# block 1

[src/rtl/axis_sigmoid_arbiter_if.sv]
// Bundles every stream between the fabric requesters, the arbiter, the sigmoid engine and the result consumers.
// Wiring only: no storage and no latency.
// Backpressure travels on the tready signals of each stream.
interface axis_sigmoid_arbiter_if #(
    parameter int NUM_PORTS = 4
);
    // requester side (port i at [16*i+15:16*i])
    logic [NUM_PORTS*16-1:0] s_axis_tdata;
    logic [NUM_PORTS-1:0]    s_axis_tlast;
    logic [NUM_PORTS-1:0]    s_axis_tvalid;
    logic [NUM_PORTS-1:0]    s_axis_tready;
    // toward the engine
    logic [15:0]             m_eng_tdata;
    logic                    m_eng_tlast;
    logic                    m_eng_tvalid;
    logic                    m_eng_tready;
    // results from the engine
    logic [15:0]             s_eng_tdata;
    logic                    s_eng_tlast;
    logic                    s_eng_tvalid;
    logic                    s_eng_tready;
    // per-port results
    logic [NUM_PORTS*16-1:0] m_axis_tdata;
    logic [NUM_PORTS-1:0]    m_axis_tlast;
    logic [NUM_PORTS-1:0]    m_axis_tvalid;
    logic [NUM_PORTS-1:0]    m_axis_tready;

    // arbiter view
    modport master (
        input  s_axis_tdata, s_axis_tlast, s_axis_tvalid,
        output s_axis_tready,
        output m_eng_tdata, m_eng_tlast, m_eng_tvalid,
        input  m_eng_tready,
        input  s_eng_tdata, s_eng_tlast, s_eng_tvalid,
        output s_eng_tready,
        output m_axis_tdata, m_axis_tlast, m_axis_tvalid,
        input  m_axis_tready
    );

    // surrounding fabric / engine view
    modport slave (
        output s_axis_tdata, s_axis_tlast, s_axis_tvalid,
        input  s_axis_tready,
        input  m_eng_tdata, m_eng_tlast, m_eng_tvalid,
        output m_eng_tready,
        output s_eng_tdata, s_eng_tlast, s_eng_tvalid,
        input  s_eng_tready,
        input  m_axis_tdata, m_axis_tlast, m_axis_tvalid,
        output m_axis_tready
    );
endinterface

[src/rtl/axis_sigmoid_arbiter.sv]
// Packet-granular arbiter sharing one sigmoid engine among NUM_PORTS streams; returned packets are steered back via an order FIFO.
// Latency: grant one cycle after tvalid is seen in IDLE, one idle cycle between packets; return path is zero-cycle combinational.
// Backpressure: engine tready feeds the granted port only; result tready of the head port feeds s_eng_tready; a full order FIFO blocks new grants.
// Define SIGMOID_ARB_FIXED_PRIO_EN for fixed priority (lowest index wins); round-robin otherwise.
module axis_sigmoid_arbiter #(
    parameter int NUM_PORTS   = 4,
    parameter int ORDER_DEPTH = 8
) (
    input  logic                    aclk,
    input  logic                    aresetn,
    axis_sigmoid_arbiter_if.master  bus
);
    localparam int GW = $clog2(NUM_PORTS);
    localparam int AW = $clog2(ORDER_DEPTH);

    typedef enum logic {IDLE, BUSY} state_t;

    state_t               state_q, state_d;
    logic [GW-1:0]        grant_q, grant_d;
    logic [GW-1:0]        fifo_q [ORDER_DEPTH];
    logic [AW:0]          wr_ptr_q, rd_ptr_q;
    logic                 push, pop, empty, full, any_vld;
    logic [GW-1:0]        winner, head;
    logic [15:0]          eng_dat;
    logic                 eng_last, eng_vld, eng_rdy;
    logic [NUM_PORTS-1:0] in_rdy;
    logic [NUM_PORTS*16-1:0] out_dat;
    logic [NUM_PORTS-1:0] out_last, out_vld;

    assign any_vld = |bus.s_axis_tvalid;
    assign empty   = (wr_ptr_q == rd_ptr_q);
    assign full    = (wr_ptr_q[AW] != rd_ptr_q[AW]) && (wr_ptr_q[AW-1:0] == rd_ptr_q[AW-1:0]);
    assign head    = fifo_q[rd_ptr_q[AW-1:0]];

`ifdef SIGMOID_ARB_FIXED_PRIO_EN
    // lowest-index valid port wins
    always_comb begin
        winner = '0;
        for (int i = NUM_PORTS - 1; i >= 0; i--) begin
            if (bus.s_axis_tvalid[i]) winner = GW'(i);
        end
    end
`else
    logic [GW-1:0] last_grant_q, last_grant_d;
    logic [GW-1:0] idx;
    logic          found;

    // round-robin search starting just after the previous grant
    always_comb begin
        winner = '0;
        found  = 1'b0;
        idx    = '0;
        for (int i = 0; i < NUM_PORTS; i++) begin
            idx = GW'((int'(last_grant_q) + 1 + i) % NUM_PORTS);
            if (!found && bus.s_axis_tvalid[idx]) begin
                winner = idx;
                found  = 1'b1;
            end
        end
    end

    // last_grant follows every accepted grant
    always_comb begin
        last_grant_d = last_grant_q;
        if (push) last_grant_d = winner;
    end

    // reset value NUM_PORTS-1 gives port 0 first priority
    always_ff @(posedge aclk) begin
        if (!aresetn) last_grant_q <= GW'(NUM_PORTS - 1);
        else          last_grant_q <= last_grant_d;
    end
`endif

    // grant FSM: pick a port in IDLE, stream its packet to the engine in BUSY
    always_comb begin
        state_d  = state_q;
        grant_d  = grant_q;
        push     = 1'b0;
        eng_dat  = '0;
        eng_last = 1'b0;
        eng_vld  = 1'b0;
        in_rdy   = '0;
        case (state_q)
            IDLE: begin
                if (any_vld && !full) begin
                    grant_d = winner;
                    push    = 1'b1;
                    state_d = BUSY;
                end
            end
            BUSY: begin
                for (int i = 0; i < NUM_PORTS; i++) begin
                    if (grant_q == GW'(i)) begin
                        eng_dat   = bus.s_axis_tdata[16*i +: 16];
                        eng_last  = bus.s_axis_tlast[i];
                        eng_vld   = bus.s_axis_tvalid[i];
                        in_rdy[i] = bus.m_eng_tready;
                    end
                end
                if (eng_vld && bus.m_eng_tready && eng_last) state_d = IDLE;
            end
            default: state_d = IDLE;
        endcase
    end

    // return path: steer engine results to the port at the order-FIFO head
    always_comb begin
        out_dat  = '0;
        out_last = '0;
        out_vld  = '0;
        eng_rdy  = 1'b0;
        if (!empty) begin
            for (int i = 0; i < NUM_PORTS; i++) begin
                if (head == GW'(i)) begin
                    out_vld[i]          = bus.s_eng_tvalid;
                    out_dat[16*i +: 16] = bus.s_eng_tdata;
                    out_last[i]         = bus.s_eng_tlast;
                    eng_rdy             = bus.m_axis_tready[i];
                end
            end
        end
    end

    assign pop = bus.s_eng_tvalid && eng_rdy && bus.s_eng_tlast;

    assign bus.m_eng_tdata   = eng_dat;
    assign bus.m_eng_tlast   = eng_last;
    assign bus.m_eng_tvalid  = eng_vld;
    assign bus.s_axis_tready = in_rdy;
    assign bus.s_eng_tready  = eng_rdy;
    assign bus.m_axis_tdata  = out_dat;
    assign bus.m_axis_tlast  = out_last;
    assign bus.m_axis_tvalid = out_vld;

    // FSM state, grant and order-FIFO pointers
    always_ff @(posedge aclk) begin
        if (!aresetn) begin
            state_q  <= IDLE;
            grant_q  <= '0;
            wr_ptr_q <= '0;
            rd_ptr_q <= '0;
        end else begin
            state_q <= state_d;
            grant_q <= grant_d;
            if (push) wr_ptr_q <= wr_ptr_q + (AW+1)'(1);
            if (pop)  rd_ptr_q <= rd_ptr_q + (AW+1)'(1);
        end
    end

    // order-FIFO storage; contents are only meaningful between the pointers
    always_ff @(posedge aclk) begin
        if (push) fifo_q[wr_ptr_q[AW-1:0]] <= winner;
    end
endmodule

[src/flat_wrapper.sv]
// flat-port wrapper written by rule: the top's interface ports become plain ports
module axis_sigmoid_arbiter_flat 
#(
    parameter int NUM_PORTS   = 4,
    parameter int ORDER_DEPTH = 8
)
  (aclk, aresetn, bus_s_axis_tdata, bus_s_axis_tlast, bus_s_axis_tvalid, bus_s_axis_tready, bus_m_eng_tdata, bus_m_eng_tlast, bus_m_eng_tvalid, bus_m_eng_tready, bus_s_eng_tdata, bus_s_eng_tlast, bus_s_eng_tvalid, bus_s_eng_tready, bus_m_axis_tdata, bus_m_axis_tlast, bus_m_axis_tvalid, bus_m_axis_tready);
  axis_sigmoid_arbiter_if #(.NUM_PORTS(NUM_PORTS)) bus_i ();
  input  logic aclk;
  input  logic aresetn;
  input wire logic [$bits(bus_i.s_axis_tdata)-1:0] bus_s_axis_tdata;
  input wire logic [$bits(bus_i.s_axis_tlast)-1:0] bus_s_axis_tlast;
  input wire logic [$bits(bus_i.s_axis_tvalid)-1:0] bus_s_axis_tvalid;
  output wire logic [$bits(bus_i.s_axis_tready)-1:0] bus_s_axis_tready;
  output wire logic [$bits(bus_i.m_eng_tdata)-1:0] bus_m_eng_tdata;
  output wire logic [$bits(bus_i.m_eng_tlast)-1:0] bus_m_eng_tlast;
  output wire logic [$bits(bus_i.m_eng_tvalid)-1:0] bus_m_eng_tvalid;
  input wire logic [$bits(bus_i.m_eng_tready)-1:0] bus_m_eng_tready;
  input wire logic [$bits(bus_i.s_eng_tdata)-1:0] bus_s_eng_tdata;
  input wire logic [$bits(bus_i.s_eng_tlast)-1:0] bus_s_eng_tlast;
  input wire logic [$bits(bus_i.s_eng_tvalid)-1:0] bus_s_eng_tvalid;
  output wire logic [$bits(bus_i.s_eng_tready)-1:0] bus_s_eng_tready;
  output wire logic [$bits(bus_i.m_axis_tdata)-1:0] bus_m_axis_tdata;
  output wire logic [$bits(bus_i.m_axis_tlast)-1:0] bus_m_axis_tlast;
  output wire logic [$bits(bus_i.m_axis_tvalid)-1:0] bus_m_axis_tvalid;
  input wire logic [$bits(bus_i.m_axis_tready)-1:0] bus_m_axis_tready;
  assign bus_i.s_axis_tdata = bus_s_axis_tdata;
  assign bus_i.s_axis_tlast = bus_s_axis_tlast;
  assign bus_i.s_axis_tvalid = bus_s_axis_tvalid;
  assign bus_s_axis_tready = bus_i.s_axis_tready;
  assign bus_m_eng_tdata = bus_i.m_eng_tdata;
  assign bus_m_eng_tlast = bus_i.m_eng_tlast;
  assign bus_m_eng_tvalid = bus_i.m_eng_tvalid;
  assign bus_i.m_eng_tready = bus_m_eng_tready;
  assign bus_i.s_eng_tdata = bus_s_eng_tdata;
  assign bus_i.s_eng_tlast = bus_s_eng_tlast;
  assign bus_i.s_eng_tvalid = bus_s_eng_tvalid;
  assign bus_s_eng_tready = bus_i.s_eng_tready;
  assign bus_m_axis_tdata = bus_i.m_axis_tdata;
  assign bus_m_axis_tlast = bus_i.m_axis_tlast;
  assign bus_m_axis_tvalid = bus_i.m_axis_tvalid;
  assign bus_i.m_axis_tready = bus_m_axis_tready;
  axis_sigmoid_arbiter #(.NUM_PORTS(NUM_PORTS), .ORDER_DEPTH(ORDER_DEPTH)) u_core (.aclk(aclk), .aresetn(aresetn), .bus(bus_i));
endmodule
[config.mk]
export PLATFORM = sky130hd
export DESIGN_NAME = axis_sigmoid_arbiter_flat
export DESIGN_NICKNAME = d
export VERILOG_FILES = /design/src/rtl/axis_sigmoid_arbiter_if.sv /design/src/rtl/axis_sigmoid_arbiter.sv /design/src/flat_wrapper.sv
export SDC_FILE = /design/constraint.sdc
export NUM_CORES = 1
export LEC_CHECK = 0
export ABC_AREA = 1
export CAP_MARGIN = 10
export CORE_AREA = 2 2 81 83
export DETAILED_ROUTE_END_ITERATION = 8
export DIE_AREA = 0 0 83 85
export DONT_BUFFER_PORTS = 1
export PLACE_DENSITY = 0.62
export RECOVER_POWER = 100
export REMOVE_ABC_BUFFERS = 1
export SYNTH_ARGS = -nofsm -noshare
export SYNTH_HDL_FRONTEND = slang
export SYNTH_SLANG_ARGS = --single-unit
[constraint.sdc]
create_clock -name aclk -period 2.9 [get_ports aclk]
set_clock_uncertainty 0.1 [all_clocks]
set_input_delay 0.58 -clock aclk [delete_from_list [all_inputs] [get_ports aclk]]
set_output_delay 0.58 -clock aclk [all_outputs]
set_load 0.05 [all_outputs]
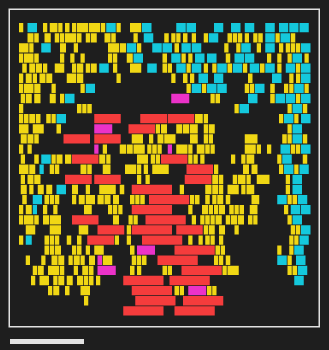
Block 1: cell classes on the final placement
The bar under the picture is 20 um long.
[yellow] all other logic | cells: 394
[magenta] clock drivers and dummy loads | cells: 8
[cyan] other buffers and delay cells | cells: 89
[red] flip-flops | cells: 32
Final Util: 55.0%
# rows: 29
fin area: 3410 um2

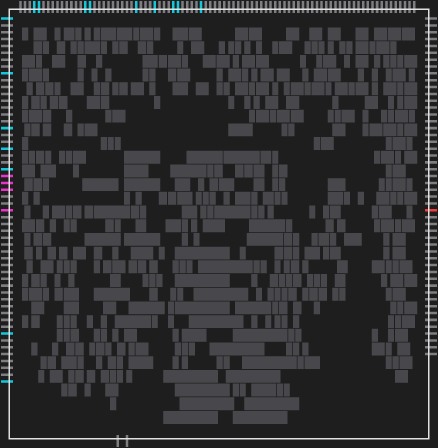
Block 1: ports around the boundary
Pins as bars across the die edge, other pins in grey.
[cyan] bus_m_eng_tdata | pins: 16 | direction: output | edge: 9 north, 7 west
[magenta] bus_s_axis_tlast | pins: 4 | direction: input | edge: west
[red] bus_s_eng_tready | pins: 1 | direction: output | edge: east
all pins by edge: 86 north, 54 west, 50 east, 2 south

worst max path at each step:
stage,from,to,slack [ns],depth (start not counted)
2_1_floorplan,u_core.grant_q[1],bus_m_eng_tvalid,0.11,5
3_3_place_gp,u_core.grant_q[0],bus_m_eng_tvalid,0.44,8
3_5_place_dp,flop,bus_m_axis_tlast[1],0.38,9
4_1_cts,flop,bus_m_axis_tlast[1],0.06,9
5_1_grt,flop,bus_m_axis_tlast[1],-0.17,9
6_report,u_core.grant_q[1],bus_m_eng_tvalid,0.02,7
report_power, final:
group / internal [uW] / switching, uW
clock: 167 / 153
combinational: 648 / 1930
sequential: 592 / 87.5
==> results_slide.txt <==
Key Metrics from the Run

Floorplan
  – Tap Count: 77

Synth
  – Top cells by area: edfxtp_1, nand2_1, nor2_1
  – Post-synth EDFFs: 16
  – Register share after synthesis: 29.8%
  – Xor and xnor area share after synthesis: 2.28%
  – Simple-Gate Area Share: 39.8%
  – Multiplexer share: 0%
  – #FFs+latches synth: 32
  – Synth cell types: 35
  – Synth cell count leaders: nand2_1, nor2_1, inv_1

Global route
  – Met3 Track Usage GR: 4.28%
  – Met2 global-route usage: 43.0%
  – Grt ovf: 0

Timing
  – Tcrit/Tclk final: 99.3%
  – Final hold vios: 0
  – Max Fclk: 347 MHz
  – Final Slew Violations: 0

Run status
  – Status: finished clean

Finish
  – Logic share of the area: 45.8%
  – Final #Nets: 621
  – Most numerous logic cell after layout: nand2_1
  – Area added between synthesis and finish: 27.0%
  – Reg area: 801 um2
  – Fraction of layout instances using a drive strength above 1: 20.1%
  – # clk buffers: 7
  – Invs w/o clock: 55
  – Finished Layout Cells: 600
  – Logic area: 1570 um2

Drt
  – Via count: 3105
  – DR iter-0 viols: 146
  – DRT Pass-1 Iters: 4
  – Average wire per standard cell: 14.0 um

Power
  – Peak supply drop: 0.594 mV
  – Lkg Pwr: 0.00171 uW

Critical path
  – CP max stage delay: 0.44 ns
  – Worst EP required: 2.22 ns
  – R2r setup slk: 0.75 ns

Clocking
  – H-tree levels: 2
  – CTS Hold Bufs: 0
  – Clk latency late pin: 0.28 ns
  – Clock sink total: 32

Hold path
  – Worst Hold Class: input pin to flop

# block 2

Block 2, sizing map:
The bar under the picture is 20 um long.
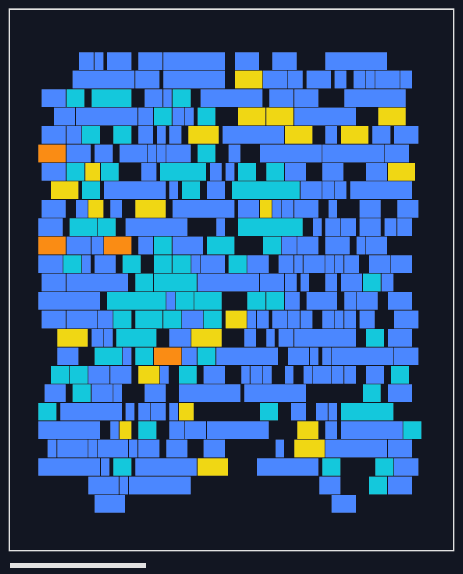
Block 2, signal wires on met4:
The bar under the picture is 20 um long.
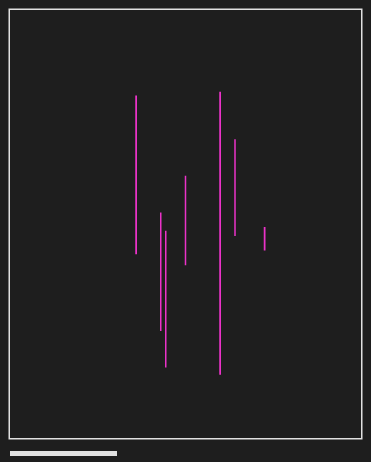
Block 2, clock distribution:
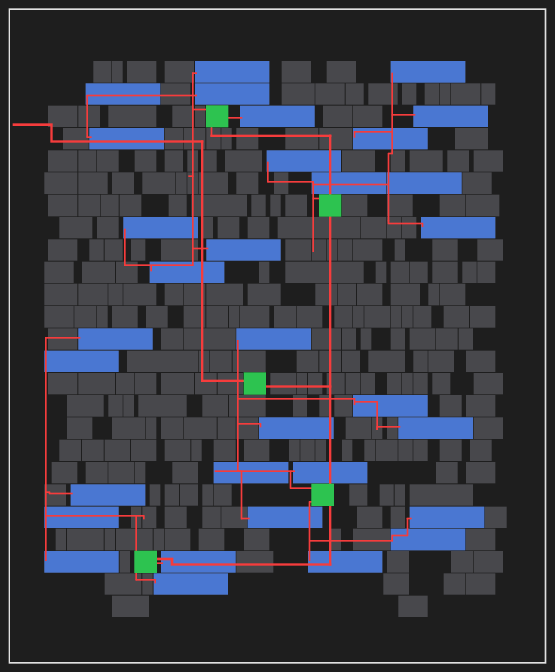
`config.mk`:
```
export PLATFORM = sky130hd
export DESIGN_NAME = kernel_sequencer
export DESIGN_NICKNAME = d
export VERILOG_FILES = /design/src/rtl/kseq_pkg.sv /design/src/rtl/kseq_pass_counter.sv /design/src/rtl/kernel_sequencer.sv
export SDC_FILE = /design/constraint.sdc
export NUM_CORES = 1
export LEC_CHECK = 0
export CAP_MARGIN = 20
export CORE_ASPECT_RATIO = 1.25
export CORE_MARGIN = 4
export CORE_UTILIZATION = 52
export CTS_BUF_LIST = sky130_fd_sc_hd__clkbuf_4
export DETAILED_ROUTE_END_ITERATION = 8
export PLACE_DENSITY = 0.8
export SYNTH_ARGS = -nofsm -noshare
export SYNTH_HDL_FRONTEND = slang
export SYNTH_HIERARCHICAL = 1
export SYNTH_SLANG_ARGS = --single-unit
```
`constraint.sdc`:
```
create_clock -name CLK -period 3.7 [get_ports CLK]
set_input_delay 0.37 -clock CLK [delete_from_list [all_inputs] [get_ports CLK]]
set_output_delay 0.37 -clock CLK [all_outputs]
set_load 0.01 [all_outputs]
```
`src/rtl/kseq_pkg.sv`:
```
// kseq_pkg: shared state encoding, hold-mode constant and period lookup
// for kernel_sequencer and its pass counter.
package kseq_pkg;

    typedef enum logic [1:0] {
        IDLE = 2'd0,
        RUN  = 2'd1,
        HOLD = 2'd2
    } state_t;

    localparam logic [1:0] MODE_HOLD = 2'd3;

    // Last counter value of a pass for a kernel mode; HOLD has no pass.
    function automatic int period_of(
        input logic [1:0] mode,
        input int         p0,
        input int         p1,
        input int         p2
    );
        int p;
        case (mode)
            2'd0:    p = p0;
            2'd1:    p = p1;
            2'd2:    p = p2;
            default: p = 0;
        endcase
        return p;
    endfunction

endpackage

```
`src/rtl/kseq_pass_counter.sv`:
```
// kseq_pass_counter: intra-pass cycle counter, completed-pass counter and
// latched pass target, with stall hold and layer-terminal detect.
// Ports:
//   clk, rst_n       falling-edge clock, async active-low reset
//   clr              synchronous clear (highest priority)
//   load             accepted start: zero counters, latch target
//   run              sequencer is in RUN
//   stall            freeze counting while in RUN
//   period           last cnt value of a pass for the latched mode
//   target           pass target, sampled on load (0 becomes 1)
//   cnt_nxt          cnt value for the next cycle
//   pass_cnt         completed passes in the current layer
//   layer_end        this edge completes the final pass
module kseq_pass_counter #(
    parameter int CNT_W  = 7,
    parameter int PASS_W = 8
) (
    input  logic              clk,
    input  logic              rst_n,
    input  logic              clr,
    input  logic              load,
    input  logic              run,
    input  logic              stall,
    input  logic [CNT_W-1:0]  period,
    input  logic [PASS_W-1:0] target,
    output logic [CNT_W-1:0]  cnt_nxt,
    output logic [PASS_W-1:0] pass_cnt,
    output logic              layer_end
);

    logic [CNT_W-1:0]  cnt;
    logic [PASS_W-1:0] tgt;
    logic [PASS_W-1:0] tgt_nxt;
    logic [PASS_W-1:0] pass_nxt;
    logic [PASS_W-1:0] pass_inc;
    logic              advance;
    logic              last;

    assign advance   = run & ~stall & ~clr;
    assign last      = (cnt == period);
    // Saturating increment so the count can never wrap past all-ones.
    assign pass_inc  = (pass_cnt == '1) ? pass_cnt
                                        : pass_cnt + PASS_W'(1);
    assign layer_end = advance & last & (pass_inc == tgt);

    always_comb begin
        cnt_nxt  = cnt;
        pass_nxt = pass_cnt;
        tgt_nxt  = tgt;
        if (clr) begin
            cnt_nxt  = '0;
            pass_nxt = '0;
        end else if (load) begin
            cnt_nxt  = '0;
            pass_nxt = '0;
            tgt_nxt  = (target == '0) ? PASS_W'(1) : target;
        end else if (advance) begin
            if (last) begin
                cnt_nxt  = '0;
                pass_nxt = pass_inc;
            end else begin
                cnt_nxt  = cnt + CNT_W'(1);
            end
        end
    end

    always_ff @(negedge clk or negedge rst_n) begin
        if (!rst_n) begin
            cnt      <= '0;
            pass_cnt <= '0;
            tgt      <= '0;
        end else begin
            cnt      <= cnt_nxt;
            pass_cnt <= pass_nxt;
            tgt      <= tgt_nxt;
        end
    end

endmodule

```
`src/rtl/kernel_sequencer.sv`:
```
// kernel_sequencer: per-layer kernel pass sequencer driving the conv PE
// array input/feedback muxes. State updates on the falling CLK edge.
// Ports:
//   CLK, RESET_N     clock, async active-low reset
//   clr              sync clear back to IDLE
//   start            begin a layer (IDLE/HOLD only)
//   mode_sel         kernel mode 0..2, 3 = HOLD
//   dbg_en/dbg_mode  debug override of mode_sel at start
//   pass_target      passes per layer (0 treated as 1)
//   stall            downstream not ready, freezes RUN
//   input_flag       PE array loads fresh input
//   feedback_flag    PE array recirculates accumulator
//   period_last      final cycle of the current pass
//   layer_done       pulse after the last pass
//   busy             high in RUN
//   cur_mode         latched effective mode
//   pass_cnt         completed passes this layer
//   stall_cycles     stalled RUN cycles (only with KSEQ_STALL_PERF_EN)
module kernel_sequencer
    import kseq_pkg::*;
#(
    parameter int CNT_W   = 7,
    parameter int PASS_W  = 8,
    parameter int PERIOD0 = 8,
    parameter int PERIOD1 = 32,
    parameter int PERIOD2 = 127
) (
    input  logic              CLK,
    input  logic              RESET_N,
    input  logic              clr,
    input  logic              start,
    input  logic [1:0]        mode_sel,
    input  logic              dbg_en,
    input  logic [1:0]        dbg_mode,
    input  logic [PASS_W-1:0] pass_target,
    input  logic              stall,
    output logic              input_flag,
    output logic              feedback_flag,
    output logic              period_last,
    output logic              layer_done,
    output logic              busy,
    output logic [1:0]        cur_mode,
    output logic [PASS_W-1:0] pass_cnt
`ifdef KSEQ_STALL_PERF_EN
    ,
    output logic [31:0]       stall_cycles
`endif
);

    if (PERIOD0 >= (1 << CNT_W) || PERIOD1 >= (1 << CNT_W) ||
        PERIOD2 >= (1 << CNT_W)) begin : g_period_check
        $error("kernel_sequencer: a PERIOD does not fit in CNT_W bits");
    end

    state_t            state;
    state_t            state_nxt;
    logic [1:0]        eff_mode;
    logic [1:0]        mode_nxt;
    logic              accept;
    logic              in_run;
    logic              stall_cyc;
    logic [CNT_W-1:0]  cnt_nxt;
    logic [CNT_W-1:0]  cur_period;
    logic [CNT_W-1:0]  nxt_period;
    logic              layer_end;
    logic              run_go;
    logic              input_flag_d;
    logic              feedback_flag_d;
    logic              period_last_d;
    logic              layer_done_d;
    logic              busy_d;

    assign eff_mode  = dbg_en ? dbg_mode : mode_sel;
    assign in_run    = (state == RUN);
    assign accept    = start & ~clr & (state == IDLE || state == HOLD);
    assign stall_cyc = in_run & stall & ~clr;
    assign mode_nxt  = accept ? eff_mode : cur_mode;

    assign cur_period = CNT_W'(period_of(cur_mode, PERIOD0, PERIOD1, PERIOD2));
    assign nxt_period = CNT_W'(period_of(mode_nxt, PERIOD0, PERIOD1, PERIOD2));

    kseq_pass_counter #(
        .CNT_W  (CNT_W),
        .PASS_W (PASS_W)
    ) u_pass_counter (
        .clk       (CLK),
        .rst_n     (RESET_N),
        .clr       (clr),
        .load      (accept),
        .run       (in_run),
        .stall     (stall),
        .period    (cur_period),
        .target    (pass_target),
        .cnt_nxt   (cnt_nxt),
        .pass_cnt  (pass_cnt),
        .layer_end (layer_end)
    );

    // State and output registers. Flags are registered from next-cycle
    // values so they line up with the cnt they decode.
    always_ff @(negedge CLK or negedge RESET_N) begin
        if (!RESET_N) begin
            state         <= IDLE;
            cur_mode      <= '0;
            input_flag    <= 1'b0;
            feedback_flag <= 1'b0;
            period_last   <= 1'b0;
            layer_done    <= 1'b0;
            busy          <= 1'b0;
        end else begin
            state         <= state_nxt;
            cur_mode      <= mode_nxt;
            input_flag    <= input_flag_d;
            feedback_flag <= feedback_flag_d;
            period_last   <= period_last_d;
            layer_done    <= layer_done_d;
            busy          <= busy_d;
        end
    end

    always_comb begin
        state_nxt = state;
        if (clr) begin
            state_nxt = IDLE;
        end else if (accept) begin
            state_nxt = (eff_mode == MODE_HOLD) ? HOLD : RUN;
        end else if (in_run && layer_end) begin
            state_nxt = IDLE;
        end
    end

    // A stalled RUN cycle shows no flags; the held cnt replays afterwards.
    always_comb begin
        run_go          = (state_nxt == RUN) & ~stall_cyc;
        input_flag_d    = run_go & (cnt_nxt == '0);
        feedback_flag_d = (run_go & (cnt_nxt != '0)) | (state_nxt == HOLD);
        period_last_d   = run_go & (cnt_nxt == nxt_period);
        layer_done_d    = layer_end;
        busy_d          = (state_nxt == RUN);
    end

`ifdef KSEQ_STALL_PERF_EN
    always_ff @(negedge CLK or negedge RESET_N) begin
        if (!RESET_N) begin
            stall_cycles <= '0;
        end else if (clr || accept) begin
            stall_cycles <= '0;
        end else if (stall_cyc && stall_cycles != '1) begin
            stall_cycles <= stall_cycles + 32'd1;
        end
    end
`endif

endmodule

```
==> results_slide.txt <==
Key Metrics from the Run

Critical path
  – CP max stage delay: 0.54 ns
  – CP startpoint: stall
  – Startpoint types: input pin
  – Worst EP required: 2.03 ns
  – CP Capture Point: feedback_flag
  – Crit-path max FO: 5
  – Crit path capture type: flop
  – Crit path DAT: 2.56 ns
  – Worst path top cell family by delay: simple AND/OR/NAND/NOR gates

Synth
  – Post-synth top area cell: dfrtn_1
  – Register share after synthesis: 37.5%
  – Mean Syn Cell Area: 9.57 um2
  – Syn. warnings: 6
  – Synth cell count leaders: dfrtn_1, nor2_1, nand2_1

Placement
  – DP Area: 2740 um2
  – Routability congestion estimate: 0.917

Clocking
  – CTS Hold Bufs: 0
  – Clock transition at path regs: 0.07 ns
  – H-tree levels: 2

Job
  – Log Warnings: 32
  – Max-Cap Viols: 0

Timing
  – Final worst slack: -0.526 ns
  – Worst rel slew slack: 66.7%
  – Final setup viols: 6

Floorplan
  – Chip Height: 79.6 um
  – Starting Density: 55.0%
  – Die Span X: 65.3 um

Finish
  – Logic area: 1350 um2
  – Clock network area share: 1.73%
  – Most numerous logic cell after layout: buf_4
  – Most frequent cells in the layout: buf_4, dfrtn_1, clkdlybuf4s50_1
  – Reg area: 801 um2
  – # clk buffers: 5

Global route
  – Met2 global-route usage: 41.4%
  – Total GRT Usage: 22.6%
  – Vias in the first global route: 1978

Drt
  – Routed Antenna Nets: 0

Run status
  – Status: complete, but fails checks
  – Failing checks: negative setup slack

Power
  – P_seq: 409 uW
  – Internal power: 581 uW
  – Sw Pwr: 273 uW

Hold path
  – Worst hold path stage count: 2
About 'sizing map' of block 2:
[cyan] drive 3 to 4 | cells: 59 | share: 20%
[yellow] drive 2 | cells: 22 | share: 7.4%
[blue] drive 1 or less | cells: 213 | share: 71%
[orange] drive 6 and up | cells: 4 | share: 1.3%
fin area: 2960 um2
final worst slack: -0.526 ns
nonclk buf count: 75
area added between synthesis and finish: 38.6%

About 'signal wires on met4' of block 2:
nets with wire on the layer: 7
wire length on this layer: 167 um
main direction: vertical
longest straight run: 52.4 um
final WL: 5440 um
via count: 2009

About 'clock distribution' of block 2:
[blue] flip-flops | count: 32
[red] clock wires | length: 437 um
[green] cells driving clock nets | count: 5
routed clock nets: 6
flops lie: widely spread
clk latency late pin: 0.33 ns
clock network power: 192 uW

worst register-to-register path, stage by stage (launching register included):
cell	delay [ns]
dfrtn_1	0.47
inv_1	0.10
ha_1	0.32
xor2_1	0.21
nor4_2	0.51
a211o_4	0.27
nor2_4	0.05
or4_4	0.54
or4_4	0.45
nand2_2	0.07
o21ai_1	0.06
metrics by stage:
stage / hold slack (ns) / setup WS [ns]
after floorplan: 0.429 / -0.848
after global placement: 0.469 / -1.34
after detailed placement: 0.471 / -1.40
after CTS: 0.472 / -0.598
after global routing: 0.494 / -0.610
final: 0.467 / -0.526

# block 3

Block 3, sizing map:
The bar under the picture is 50 um long.
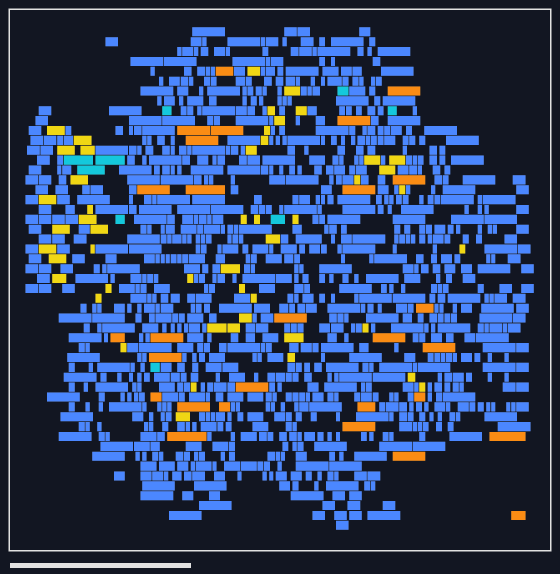
### src/rtl/wave_meas_ctrl.sv
// Measurement sequencer: selects a channel, settles, arms on a falling zero crossing,
// then measures period (sample count over NUM_CYC cycles) and peak-to-peak amplitude.
`timescale 1ns/1ps
module wave_meas_ctrl #(
    parameter int NUM_CYC = 2,
    parameter int SETTLE  = 4,
    parameter int TMO     = 16'hFFFF
) (
    input  logic               clk,
    input  logic               rst_n,
    input  logic               start,
    input  logic               abort,
    input  logic               ch_sel,
    input  logic               smpl_vld,
    input  logic signed [15:0] lft_inverse,
    input  logic signed [15:0] rght_inverse,
    output logic               busy,
    output logic               done,
    output logic               tmo,
    output logic [15:0]        period,
    output logic [15:0]        amp
);

    localparam logic [3:0]  NUM_CYC_L = 4'(NUM_CYC);
    localparam logic [7:0]  SETTLE_L  = 8'(SETTLE);
    localparam logic [15:0] TMO_L     = 16'(TMO);

    typedef enum logic [2:0] {S_IDLE, S_SETTLE, S_ARM, S_MEAS, S_DONE} state_t;

    state_t             r_state;
    state_t             w_next;
    logic               r_ch;
    logic signed [15:0] r_prev;
    logic [7:0]         r_settle_cnt;
    logic [15:0]        r_tmo_cnt;
    logic [15:0]        r_samp_cnt;
    logic [3:0]         r_cyc_cnt;
    logic signed [15:0] r_max;
    logic signed [15:0] r_min;
    logic [15:0]        r_period;
    logic [15:0]        r_amp;
    logic               r_tmo;

    logic signed [15:0] w_s;
    logic               w_xing;
    logic [15:0]        w_tmo_inc;
    logic               w_tmo_hit;
    logic               w_settle_last;
    logic [3:0]         w_cyc_inc;
    logic               w_complete;
    logic [15:0]        w_cnt_inc;
    logic signed [15:0] w_max_n;
    logic signed [15:0] w_min_n;
    logic               w_accept;

    assign w_s           = r_ch ? rght_inverse : lft_inverse;
    assign w_xing        = smpl_vld && (r_prev > 16'sd0) && (w_s <= 16'sd0);
    assign w_tmo_inc     = r_tmo_cnt + 16'd1;
    assign w_tmo_hit     = smpl_vld && (w_tmo_inc == TMO_L);
    assign w_settle_last = smpl_vld && (r_settle_cnt == SETTLE_L - 8'd1);
    assign w_cyc_inc     = r_cyc_cnt + 4'd1;
    assign w_complete    = (r_state == S_MEAS) && w_xing && (w_cyc_inc == NUM_CYC_L);
    assign w_cnt_inc     = (r_samp_cnt == 16'hFFFF) ? 16'hFFFF : r_samp_cnt + 16'd1;
    assign w_max_n       = (w_s > r_max) ? w_s : r_max;
    assign w_min_n       = (w_s < r_min) ? w_s : r_min;
    assign w_accept      = start && !abort;

    always_ff @(posedge clk or negedge rst_n) begin
        if (!rst_n) begin
            r_state <= S_IDLE;
        end else begin
            r_state <= w_next;
        end
    end

    always_comb begin
        w_next = r_state;
        busy   = 1'b0;
        done   = 1'b0;
        case (r_state)
            S_IDLE: begin
                if (w_accept) w_next = (SETTLE_L == 8'd0) ? S_ARM : S_SETTLE;
            end
            S_SETTLE: begin
                busy = 1'b1;
                if (abort)              w_next = S_IDLE;
                else if (w_tmo_hit)     w_next = S_DONE;
                else if (w_settle_last) w_next = S_ARM;
            end
            S_ARM: begin
                busy = 1'b1;
                if (abort)          w_next = S_IDLE;
                else if (w_tmo_hit) w_next = S_DONE;
                else if (w_xing)    w_next = S_MEAS;
            end
            S_MEAS: begin
                busy = 1'b1;
                if (abort)                        w_next = S_IDLE;
                else if (w_complete || w_tmo_hit) w_next = S_DONE;
            end
            S_DONE: begin
                done   = 1'b1;
                w_next = S_IDLE;
            end
            default: w_next = S_IDLE;
        endcase
    end

    always_ff @(posedge clk or negedge rst_n) begin
        if (!rst_n) begin
            r_ch         <= 1'b0;
            r_prev       <= '0;
            r_settle_cnt <= '0;
            r_tmo_cnt    <= '0;
            r_samp_cnt   <= '0;
            r_cyc_cnt    <= '0;
            r_max        <= '0;
            r_min        <= '0;
            r_period     <= '0;
            r_amp        <= '0;
            r_tmo        <= 1'b0;
        end else if (r_state == S_IDLE) begin
            if (w_accept) begin
                r_ch         <= ch_sel;
                r_prev       <= '0;
                r_settle_cnt <= '0;
                r_tmo_cnt    <= '0;
                r_samp_cnt   <= '0;
                r_cyc_cnt    <= '0;
                r_max        <= 16'sh8000;
                r_min        <= 16'sh7FFF;
            end
        end else if (r_state != S_DONE && !abort && smpl_vld) begin
            r_prev    <= w_s;
            r_tmo_cnt <= w_tmo_inc;
            case (r_state)
                S_SETTLE: r_settle_cnt <= r_settle_cnt + 8'd1;
                S_ARM: begin
                    if (w_xing) begin
                        r_max      <= w_s;
                        r_min      <= w_s;
                        r_samp_cnt <= '0;
                        r_cyc_cnt  <= '0;
                    end
                end
                S_MEAS: begin
                    r_samp_cnt <= w_cnt_inc;
                    r_max      <= w_max_n;
                    r_min      <= w_min_n;
                    if (w_xing) r_cyc_cnt <= w_cyc_inc;
                end
                default: ;
            endcase
            // Completion beats timeout when both land on the same sample.
            // max >= min, so the 16-bit wrapped difference is the exact unsigned span.
            if (w_complete) begin
                r_period <= w_cnt_inc;
                r_amp    <= 16'(w_max_n - w_min_n);
                r_tmo    <= 1'b0;
            end else if (w_tmo_hit) begin
                r_period <= '0;
                r_amp    <= '0;
                r_tmo    <= 1'b1;
            end
        end
    end

    assign period = r_period;
    assign amp    = r_amp;
    assign tmo    = r_tmo;

endmodule

### config.mk
export PLATFORM = sky130hd
export DESIGN_NAME = wave_meas_ctrl
export DESIGN_NICKNAME = d
export VERILOG_FILES = /design/src/rtl/wave_meas_ctrl.sv
export SDC_FILE = /design/constraint.sdc
export NUM_CORES = 1
export LEC_CHECK = 0
export CORE_MARGIN = 4
export CORE_UTILIZATION = 41
export DETAILED_ROUTE_END_ITERATION = 6
export GPL_TIMING_DRIVEN = 0
export PLACE_DENSITY = 0.66
export SYNTH_ARGS = -nofsm -noshare
export SYNTH_HDL_FRONTEND = slang
export SYNTH_SLANG_ARGS = --single-unit
### constraint.sdc
create_clock -name clk -period 6.77 [get_ports clk]
set_input_delay 1.354 -clock clk [delete_from_list [all_inputs] [get_ports clk]]
set_output_delay 1.354 -clock clk [all_outputs]
set_load 0.01 [all_outputs]
==> results_slide.txt <==
Key Metrics from the Run

Run status
  – Status: finished clean

Timing
  – Worst rel slew slack: 24.0%
  – Setup total negative slack: 0 ns
  – Hold slack: 0.462 ns
  – Max Fclk: 155 MHz
  – Worst-Margin Slew: 1.14 ns
  – Final hold vios: 0

Power
  – Clock network power: 934 uW
  – Clock power frac: 24.8%
  – Lkg Pwr: 0.00440 uW
  – Flop pwr share: 25.7%

Finish
  – Logic area: 4510 um2
  – Fraction of layout instances using a drive strength above 1: 8.11%

Global route
  – Vias in the first global route: 6987
  – Number of antenna violations at the first check in global routing: 0

Hold path
  – Endpoint, Worst Hold: period[8]
  – Worst hold path stage count: 2

Floorplan
  – Chip Height: 149 um
  – Die Span X: 149 um

Critical path
  – Crit path capture type: flop
  – Most frequent CP cell: o21ai_0
  – Crit path max-delay cell type: a2111oi_2
  – Critical Path Stages: 21
  – Crit-path cells: clkdlybuf4s50_1 > mux2i_2 > inv_1 > ha_1 > a21oi_1 > o21ai_0 > a221o_1 > nor4_1 > nor3_2 > clkbuf_2 > o21ai_0 > nand2_1 > fa_1 > a21oi_1 > o21ai_0 > a2111oi_2 > nor3_1 > nor3_1 > o41ai_1 > xnor2_1 > o21ai_1

Synth
  – YS chip area: 8130 um2
  – Top cell area share: 39.7%
  – Post-synth top area cell: dfrtp_1
  – Post-synth EDFFs: 0

Drt
  – DR iter-0 viols: 532
  – Average wire per standard cell: 16.1 um

Clocking
  – Post-CTS sizing: 5

Placement
  – Input/output buffers: 72
## Picture notes: 'sizing map' of block 3
[yellow] drive 2 | cells: 49 | share: 4.6%
[cyan] drive 3 to 4 | cells: 9 | share: 0.85%
[blue] drive 1 or less | cells: 975 | share: 92%
[orange] drive 6 and up | cells: 28 | share: 2.6%
fin area: 9870 um2
nonclk buf count: 119
final worst slack: 0.327 ns
area added between synthesis and finish: 21.4%

[layout make-up]
| class | instances | share of cell area (%) |
|---|---|---|
| sequential | 129 | 32.7 |
| tap | 265 | 3.36 |
| clock buffer | 21 | 4.77 |
| buffer | 46 | 2.05 |
| multi-input combinational | 714 | 45.7 |
| clock inverter | 11 | 1.29 |
| inverter | 67 | 2.55 |
| timing repair buffer | 73 | 7.59 |
[metal layers]
metal	wire [um]	track usage (%)	share of wire (%)	vias to the layer above
met5	0	0	0	-
met4	541	6.68	2.5	0
met3	1130	4.10	5.3	39
met2	9500	31.2	44	226
met1	10200	27.5	48	3445
li1	-	-	-	3571

# block 4

Block 4, clock distribution:
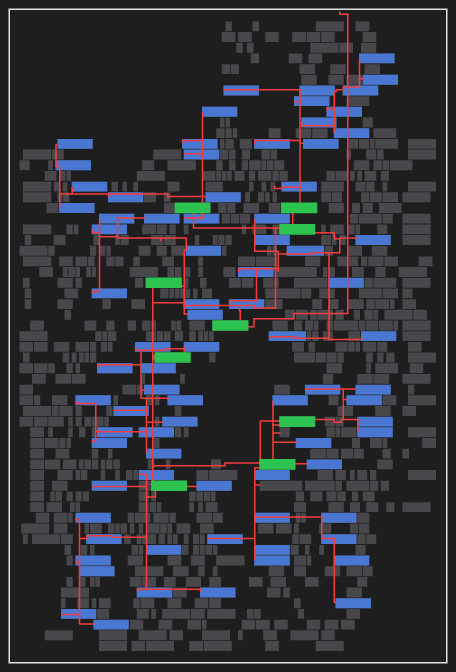
Block 4, clock nets:
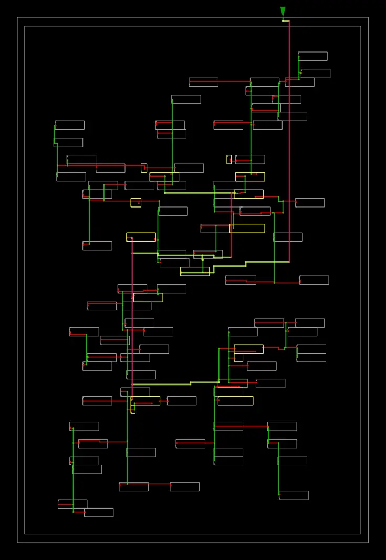
===== config.mk =====
export PLATFORM = sky130hd
export DESIGN_NAME = data_mem_store_ctrl
export DESIGN_NICKNAME = d
export VERILOG_FILES = /design/src/rtl/data_mem_store_ctrl.sv
export SDC_FILE = /design/constraint.sdc
export NUM_CORES = 1
export LEC_CHECK = 0
export CAP_MARGIN = 20
export CORE_AREA = 2 2 109 164
export CTS_CLUSTER_DIAMETER = 50
export DETAILED_ROUTE_END_ITERATION = 7
export DIE_AREA = 0 0 111 166
export MAX_ROUTING_LAYER = met4
export RECOVER_POWER = 100
export SLEW_MARGIN = 20
export SYNTH_ARGS = -nofsm -noshare
export SYNTH_HDL_FRONTEND = slang
export SYNTH_SLANG_ARGS = --single-unit

===== constraint.sdc =====
create_clock -name Clk -period 3 [get_ports Clk]
set_input_delay 0.6 -clock Clk [delete_from_list [all_inputs] [get_ports Clk]]
set_output_delay 0.6 -clock Clk [all_outputs]
set_load 0.1 [all_outputs]

===== src/rtl/data_mem_store_ctrl.sv =====
// data_mem_store_ctrl: sequences SB/SH/SW stores into a word-wide data memory, splitting misaligned stores.
// Optional macro STORE_SPLIT_EN builds the second beat; without it, stores that cross a word boundary fault.
module data_mem_store_ctrl #(
  parameter int TIMEOUT_CYCLES = 16,
  parameter int ADDR_WIDTH = 32
) (
  input  logic                  Clk,
  input  logic                  Reset,
  input  logic                  Store_Req,
  output logic                  Store_Ready,
  input  logic [2:0]            Lw_Sw_OP,
  input  logic [ADDR_WIDTH-1:0] Store_Addr,
  input  logic [31:0]           Register_In_B,
  output logic                  Mem_Wr_En,
  input  logic                  Mem_Ready,
  output logic [ADDR_WIDTH-1:0] Mem_Addr,
  output logic [3:0]            Write_Ctrl,
  output logic [31:0]           Data_Mem_Write,
  output logic                  Store_Done,
  output logic                  Store_Err
);
  typedef enum logic [1:0] {IDLE, WR0, WR1, RESP} state_t;
  state_t state_q, state_d;
  logic [ADDR_WIDTH-1:0] waddr_q, waddr_d;
  logic [31:0] rot_q, rot_d, rot_in;
  logic [7:0] full_q, full_d, full_in, base;
  logic [7:0] cnt_q, cnt_d;
  logic err_q, err_d;
  logic [1:0] off;
  logic op_ok, split_in, lim;
  logic [3:0] lanes;
  assign off = Store_Addr[1:0];
  always_comb begin
    base = Lw_Sw_OP == 3'd0 ? 8'h01 : Lw_Sw_OP == 3'd1 ? 8'h03 : 8'h0F;
    op_ok = Lw_Sw_OP <= 3'd2;
    full_in = base << off;
    split_in = |full_in[7:4];
    rot_in = off == 2'd0 ? Register_In_B :
             off == 2'd1 ? {Register_In_B[23:0], Register_In_B[31:24]} :
             off == 2'd2 ? {Register_In_B[15:0], Register_In_B[31:16]} :
                           {Register_In_B[7:0], Register_In_B[31:8]};
    lim = cnt_q == 8'(TIMEOUT_CYCLES - 1);
  end
  always_comb begin
    state_d = state_q;
    waddr_d = waddr_q;
    rot_d = rot_q;
    full_d = full_q;
    cnt_d = cnt_q;
    err_d = err_q;
    case (state_q)
      IDLE: if (Store_Req) begin
        waddr_d = {Store_Addr[ADDR_WIDTH-1:2], 2'b00};
        rot_d = rot_in;
        full_d = full_in;
        cnt_d = 8'd0;
`ifdef STORE_SPLIT_EN
        err_d = !op_ok;
`else
        err_d = !op_ok || split_in;
`endif
        state_d = err_d ? RESP : WR0;
      end
      WR0: if (Mem_Ready) begin
        cnt_d = 8'd0;
`ifdef STORE_SPLIT_EN
        state_d = |full_q[7:4] ? WR1 : RESP;
`else
        state_d = RESP;
`endif
      end else if (lim) begin
        err_d = 1'b1;
        state_d = RESP;
      end else cnt_d = cnt_q + 8'd1;
`ifdef STORE_SPLIT_EN
      // beat0 stays committed even if beat1 times out
      WR1: if (Mem_Ready) state_d = RESP;
      else if (lim) begin
        err_d = 1'b1;
        state_d = RESP;
      end else cnt_d = cnt_q + 8'd1;
`endif
      default: state_d = IDLE;
    endcase
  end
  always_ff @(posedge Clk or posedge Reset) begin
    if (Reset) begin
      state_q <= IDLE;
      waddr_q <= '0;
      rot_q <= '0;
      full_q <= '0;
      cnt_q <= '0;
      err_q <= 1'b0;
    end else begin
      state_q <= state_d;
      waddr_q <= waddr_d;
      rot_q <= rot_d;
      full_q <= full_d;
      cnt_q <= cnt_d;
      err_q <= err_d;
    end
  end
  always_comb begin
    lanes = state_q == WR0 ? full_q[3:0] : state_q == WR1 ? full_q[7:4] : 4'h0;
    Mem_Wr_En = state_q == WR0 || state_q == WR1;
    Mem_Addr = state_q == WR0 ? waddr_q : state_q == WR1 ? waddr_q + ADDR_WIDTH'(4) : '0;
    Write_Ctrl = lanes;
    Data_Mem_Write = rot_q & {{8{lanes[3]}}, {8{lanes[2]}}, {8{lanes[1]}}, {8{lanes[0]}}};
    Store_Ready = state_q == IDLE;
    Store_Done = state_q == RESP && !err_q;
    Store_Err = state_q == RESP && err_q;
  end
endmodule


==> results_slide.txt <==
Key Metrics from the Run

Run status
  – Status: complete, but fails checks
  – Failing checks: max-capacitance violations, max-slew violations

Finish
  – Most numerous logic cell after layout: dfrtp_1
  – Fillers: 1673
  – Logic share of the area: 40.0%
  – Invs w/o clock: 13
  – Final-layout non-clock buffer area share: 26.0%
  – Most frequent cells in the layout: dfrtp_1, nand2_1, clkdlybuf4s50_1

Placement
  – Input/output buffers: 140
  – DP Area: 7570 um2

Synth
  – Top cells by area: dfrtp_1, mux2_2, o21ai_0
  – Multiplexer share: 14.3%
  – Yosys aoi share: 16.8%
  – Post-synth EDFFs: 0
  – Mapped cell area: 5040 um2
  – Adder Share, Synth: 1.49%
  – Synth cell types: 52

Drt
  – Via count: 4764
  – Top Layer Used: met4
  – Met3 Wirelength: 654 um
  – Routed Antenna Nets: 0
  – Detailed-route vias per instance: 5.08

Floorplan
  – I/O pin cnt: 143

Timing
  – Final period demand of the worst path: 2.98 ns
  – Final setup viols: 0
  – Hold slack: 0.475 ns
  – Max Fclk: 336 MHz
  – Final Slew Violations: 81

Critical path
  – CP max stage delay: 0.43 ns
  – Worst path top cell family by delay: simple AND/OR/NAND/NOR gates
  – Crit-path cells: inv_2 > ha_4 > nand4b_4 > or3_4 > buf_6 > or4_4 > a21oi_4 > buf_12
  – Crit-path max FO: 8
  – Crit path DAT: 2.38 ns

Global route
  – Total GRT Usage: 17.6%
  – Met2 global-route usage: 32.5%

Clocking
  – CTS Hold Bufs: 0
  – TritonCTS clock tree: done

Job
  – Max-Cap Viols: 1
About 'clock distribution' of block 4:
[red] clock wires | length: 1140 um
[blue] flip-flops | count: 80
[green] cells driving clock nets | count: 9
flops lie: widely spread
routed clock nets: 10

About 'clock nets' of block 4:
TritonCTS Buffers: 9
clk latency late pin: 0.34 ns
# clk buffers: 11

metrics by stage:
stage / cells / setup WS (ns)
6_report: 938 / 0.0244
3_5_place_dp: 909 / 0.229
3_3_place_gp: 909 / 0.265
2_1_floorplan: 576 / -0.354
5_1_grt: 938 / -0.0501
4_1_cts: 934 / 0.00139
registers in the layout, indices dropped and copies added, names as in the netlist:
register  cells
cnt_q         8
err_q         1
full_q        7
rot_q        32
state_q       2
waddr_q      30

# block 5

Block 5, cell classes on the final placement:
The bar under the picture is 20 um long.
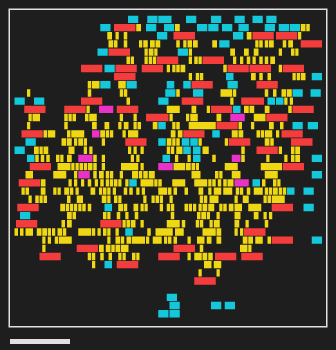
File: src/rtl/mult8x8_seq_ctrl.sv
// rtl/mult8x8_seq_ctrl.sv - 8x8 unsigned multiply sequenced over one shared 4x4 multiplier (optional MULT_ZERO_SKIP_EN)
module mult8x8_seq_ctrl #(
    parameter int HALF_W     = 4,
    parameter bit DONE_PULSE = 1'b1
) (
    input  logic                clk,
    input  logic                reset_n,
    input  logic                start,
    input  logic [2*HALF_W-1:0] dataa,
    input  logic [2*HALF_W-1:0] datab,
    output logic [HALF_W-1:0]   mult_a,
    output logic [HALF_W-1:0]   mult_b,
    input  logic [2*HALF_W-1:0] mult_p,
    output logic [4*HALF_W-1:0] product,
    output logic                busy,
    output logic                done
);

    localparam int W  = 2 * HALF_W;
    localparam int PW = 4 * HALF_W;

    typedef enum logic [1:0] {
        S_IDLE = 2'd0,
        S_CALC = 2'd1,
        S_DONE = 2'd2
    } state_t;

    state_t        state;
    state_t        state_nx;
    logic [1:0]    step;
    logic [W-1:0]  opa;
    logic [W-1:0]  opb;
    logic [PW-1:0] acc;
    logic [PW-1:0] shifted;
    logic [PW-1:0] sum;
    logic          accept;
    logic          zero_skip;
    logic          done_hold;

    // A new operation may be accepted in IDLE and in the single DONE cycle (back-to-back)
    assign accept = start && ((state == S_IDLE) || (state == S_DONE));

`ifdef MULT_ZERO_SKIP_EN
    assign zero_skip = (dataa == '0) || (datab == '0);
`else
    assign zero_skip = 1'b0;
`endif

    // Next state, nibble steering to the shared multiplier and partial-product alignment
    always_comb begin
        state_nx = state;
        mult_a   = '0;
        mult_b   = '0;
        shifted  = '0;
        case (state)
            S_IDLE: begin
                if (accept) state_nx = zero_skip ? S_DONE : S_CALC;
            end
            S_CALC: begin
                // step[0] selects the high nibble of A, step[1] the high nibble of B
                mult_a = step[0] ? opa[W-1:HALF_W] : opa[HALF_W-1:0];
                mult_b = step[1] ? opb[W-1:HALF_W] : opb[HALF_W-1:0];
                case (step)
                    2'd0:       shifted = {{W{1'b0}}, mult_p};
                    2'd1, 2'd2: shifted = {{HALF_W{1'b0}}, mult_p, {HALF_W{1'b0}}};
                    default:    shifted = {mult_p, {W{1'b0}}};
                endcase
                if (step == 2'd3) state_nx = S_DONE;
            end
            S_DONE: begin
                if (accept) state_nx = zero_skip ? S_DONE : S_CALC;
                else        state_nx = S_IDLE;
            end
            default: state_nx = S_IDLE;
        endcase
        // Final sum is at most 0xFE01, so the 16-bit add never carries out
        sum = acc + shifted;
    end

    // State register, operand latch, accumulator and result register
    always_ff @(posedge clk) begin
        if (!reset_n) begin
            state   <= S_IDLE;
            step    <= 2'd0;
            opa     <= '0;
            opb     <= '0;
            acc     <= '0;
            product <= '0;
        end else begin
            state <= state_nx;
            if (accept) begin
                opa  <= dataa;
                opb  <= datab;
                acc  <= '0;
                step <= 2'd0;
            end else if (state == S_CALC) begin
                acc  <= sum;
                step <= step + 2'd1;
            end
            if ((state == S_CALC) && (step == 2'd3)) begin
                product <= sum;
            end else if (accept && zero_skip) begin
                product <= '0;
            end
        end
    end

    // Held completion flag: set on DONE entry, cleared when the next start is accepted
    always_ff @(posedge clk) begin
        if (!reset_n) begin
            done_hold <= 1'b0;
        end else if (state_nx == S_DONE) begin
            done_hold <= 1'b1;
        end else if (accept) begin
            done_hold <= 1'b0;
        end
    end

    assign busy = (state == S_CALC);
    assign done = DONE_PULSE ? (state == S_DONE) : done_hold;

endmodule

File: config.mk
export PLATFORM = sky130hd
export DESIGN_NAME = mult8x8_seq_ctrl
export DESIGN_NICKNAME = d
export VERILOG_FILES = /design/src/rtl/mult8x8_seq_ctrl.sv
export SDC_FILE = /design/constraint.sdc
export NUM_CORES = 1
export LEC_CHECK = 0
export ABC_AREA = 1
export ABC_CLOCK_PERIOD_IN_PS = 2500
export CAP_MARGIN = 20
export CORE_UTILIZATION = 30
export DETAILED_ROUTE_END_ITERATION = 10
export HOLD_SLACK_MARGIN = 0.12
export PLACE_DENSITY_LB_ADDON = 0.2
export SKIP_LAST_GASP = 1
export SLEW_MARGIN = 0
export SYNTH_ARGS = -nofsm -noshare
export SYNTH_HDL_FRONTEND = slang
export SYNTH_SLANG_ARGS = --single-unit
File: constraint.sdc
create_clock -name clk -period 2.5 [get_ports clk]
set_input_delay 0.375 -clock clk [delete_from_list [all_inputs] [get_ports clk]]
set_output_delay 0.375 -clock clk [all_outputs]
set_load 0.05 [all_outputs]
==> results_slide.txt <==
Key Metrics from the Run

Critical path
  – Critical Path Stages: 4
  – Startpoint types: flop
  – CP bufs+invs: 2
  – R2r setup slk: 0.14 ns
  – Crit-path cells: nand2_2 > buf_4 > a21oi_1 > clkdlybuf4s50_1
  – CP max stage delay: 0.82 ns
  – CP Capture Point: mult_a[3]

Synth
  – Post-synth top area cell: dfxtp_1
  – Main logic family: simple AND/OR/NAND/NOR gates
  – Multiplexer share: 0%
  – Count leader, synth: nand2_1
  – Mapped cell area: 3190 um2
  – Top cell area share: 32.6%

Global route
  – Grt ovf: 0
  – First-pass GRT wire length: 14200 um

Hold path
  – Hold_sp: product[2]
  – Endpoint, Worst Hold: product[2]

Placement
  – Routability congestion estimate: 0.895
  – DP Area: 3910 um2
  – Dpl ws: -0.0883 ns
  – Dpl hpwl: 6670 um

Finish
  – Finished Layout Cells: 699
  – Most numerous logic cell after layout: nand2_1
  – Final #Nets: 607
  – Area added between synthesis and finish: 27.8%
  – Most frequent cells in the layout: nand2_1, inv_1, nor2_1

Timing
  – Worst-Margin Slew: 0.524 ns
  – Setup total negative slack: 0 ns
  – Final hold vios: 0

Drt
  – DRT Pass-1 Iters: 4
  – Met3 Wirelength: 296 um

Run status
  – Status: finished clean

Power
  – Peak supply drop: 0.296 mV

Floorplan
  – Die Span X: 105 um
  – # rows: 37
  – Chip Height: 105 um

Clocking
  – Clock Path Buffers: 2
  – Post-CTS sizing: 2
Notes on 'cell classes on the final placement' of block 5 above:
[magenta] clock drivers and dummy loads | cells: 8
[cyan] other buffers and delay cells | cells: 73
[yellow] all other logic | cells: 430
[red] flip-flops | cells: 52

==> flip-flops by register name, indices dropped and copies added (netlist names) <==
name,flops
step,2
acc,16
product,16
opb,8
state,2
opa,8
==> cell type report <==
type / instances / area [um2]
clock buffer: 5 / 68.8
multi-input combinational: 346 / 1770
timing repair buffer: 73 / 678
clock inverter: 3 / 27.5
fill: 1095 / 6250
sequential: 52 / 1040
tap: 136 / 170
inverter: 84 / 315
==> power by group <==
part           switching (uW)  leakage, uW  internal [uW]
Clock                     323    0.0000463            207
Combinational             214      0.00156            149
Sequential               21.3     0.000425            867
Total                     559      0.00203           1220


==> notes/layouts.md <==
Pictures saved along the way, in no particular order.

Clock nets.
Plate I
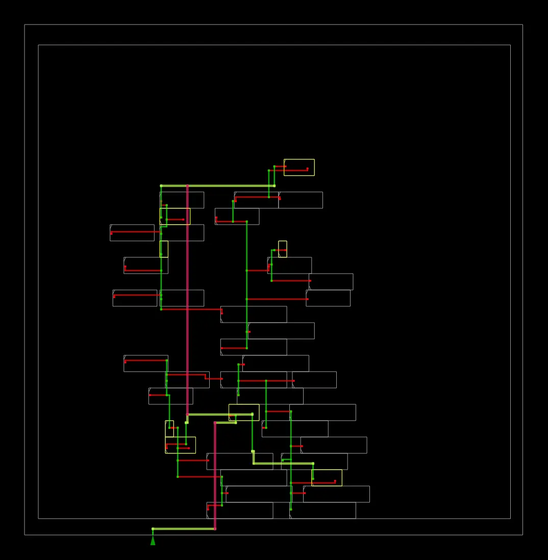
Plate II
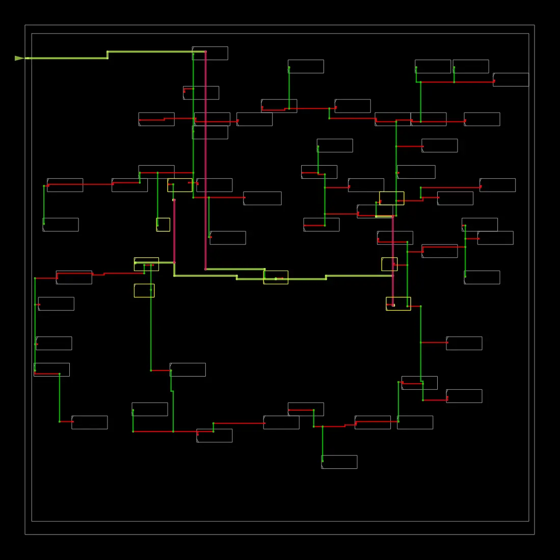
Plate III
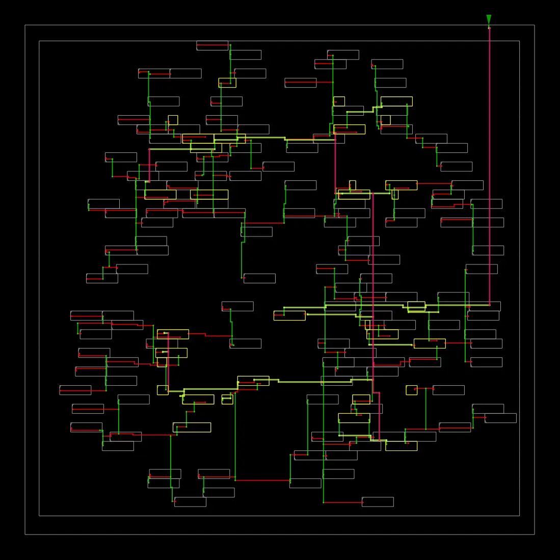
Plate IV
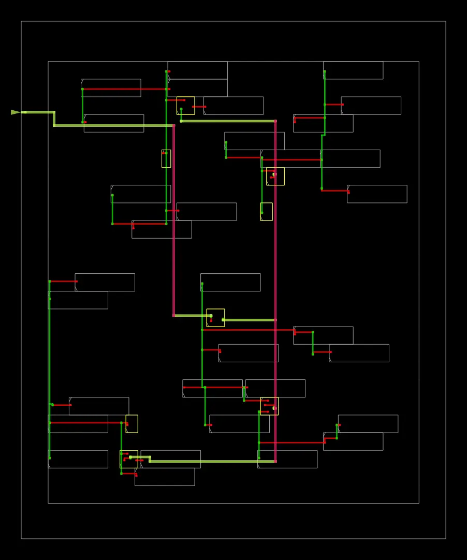
Of these, most sequential cells: Plate III
Of these, most clock buffers: Plate III
block 3 -> Plate III
block 5 -> Plate II
block 1 -> Plate I
block 2 -> Plate IV

Power and IR drop assume default switching activity.
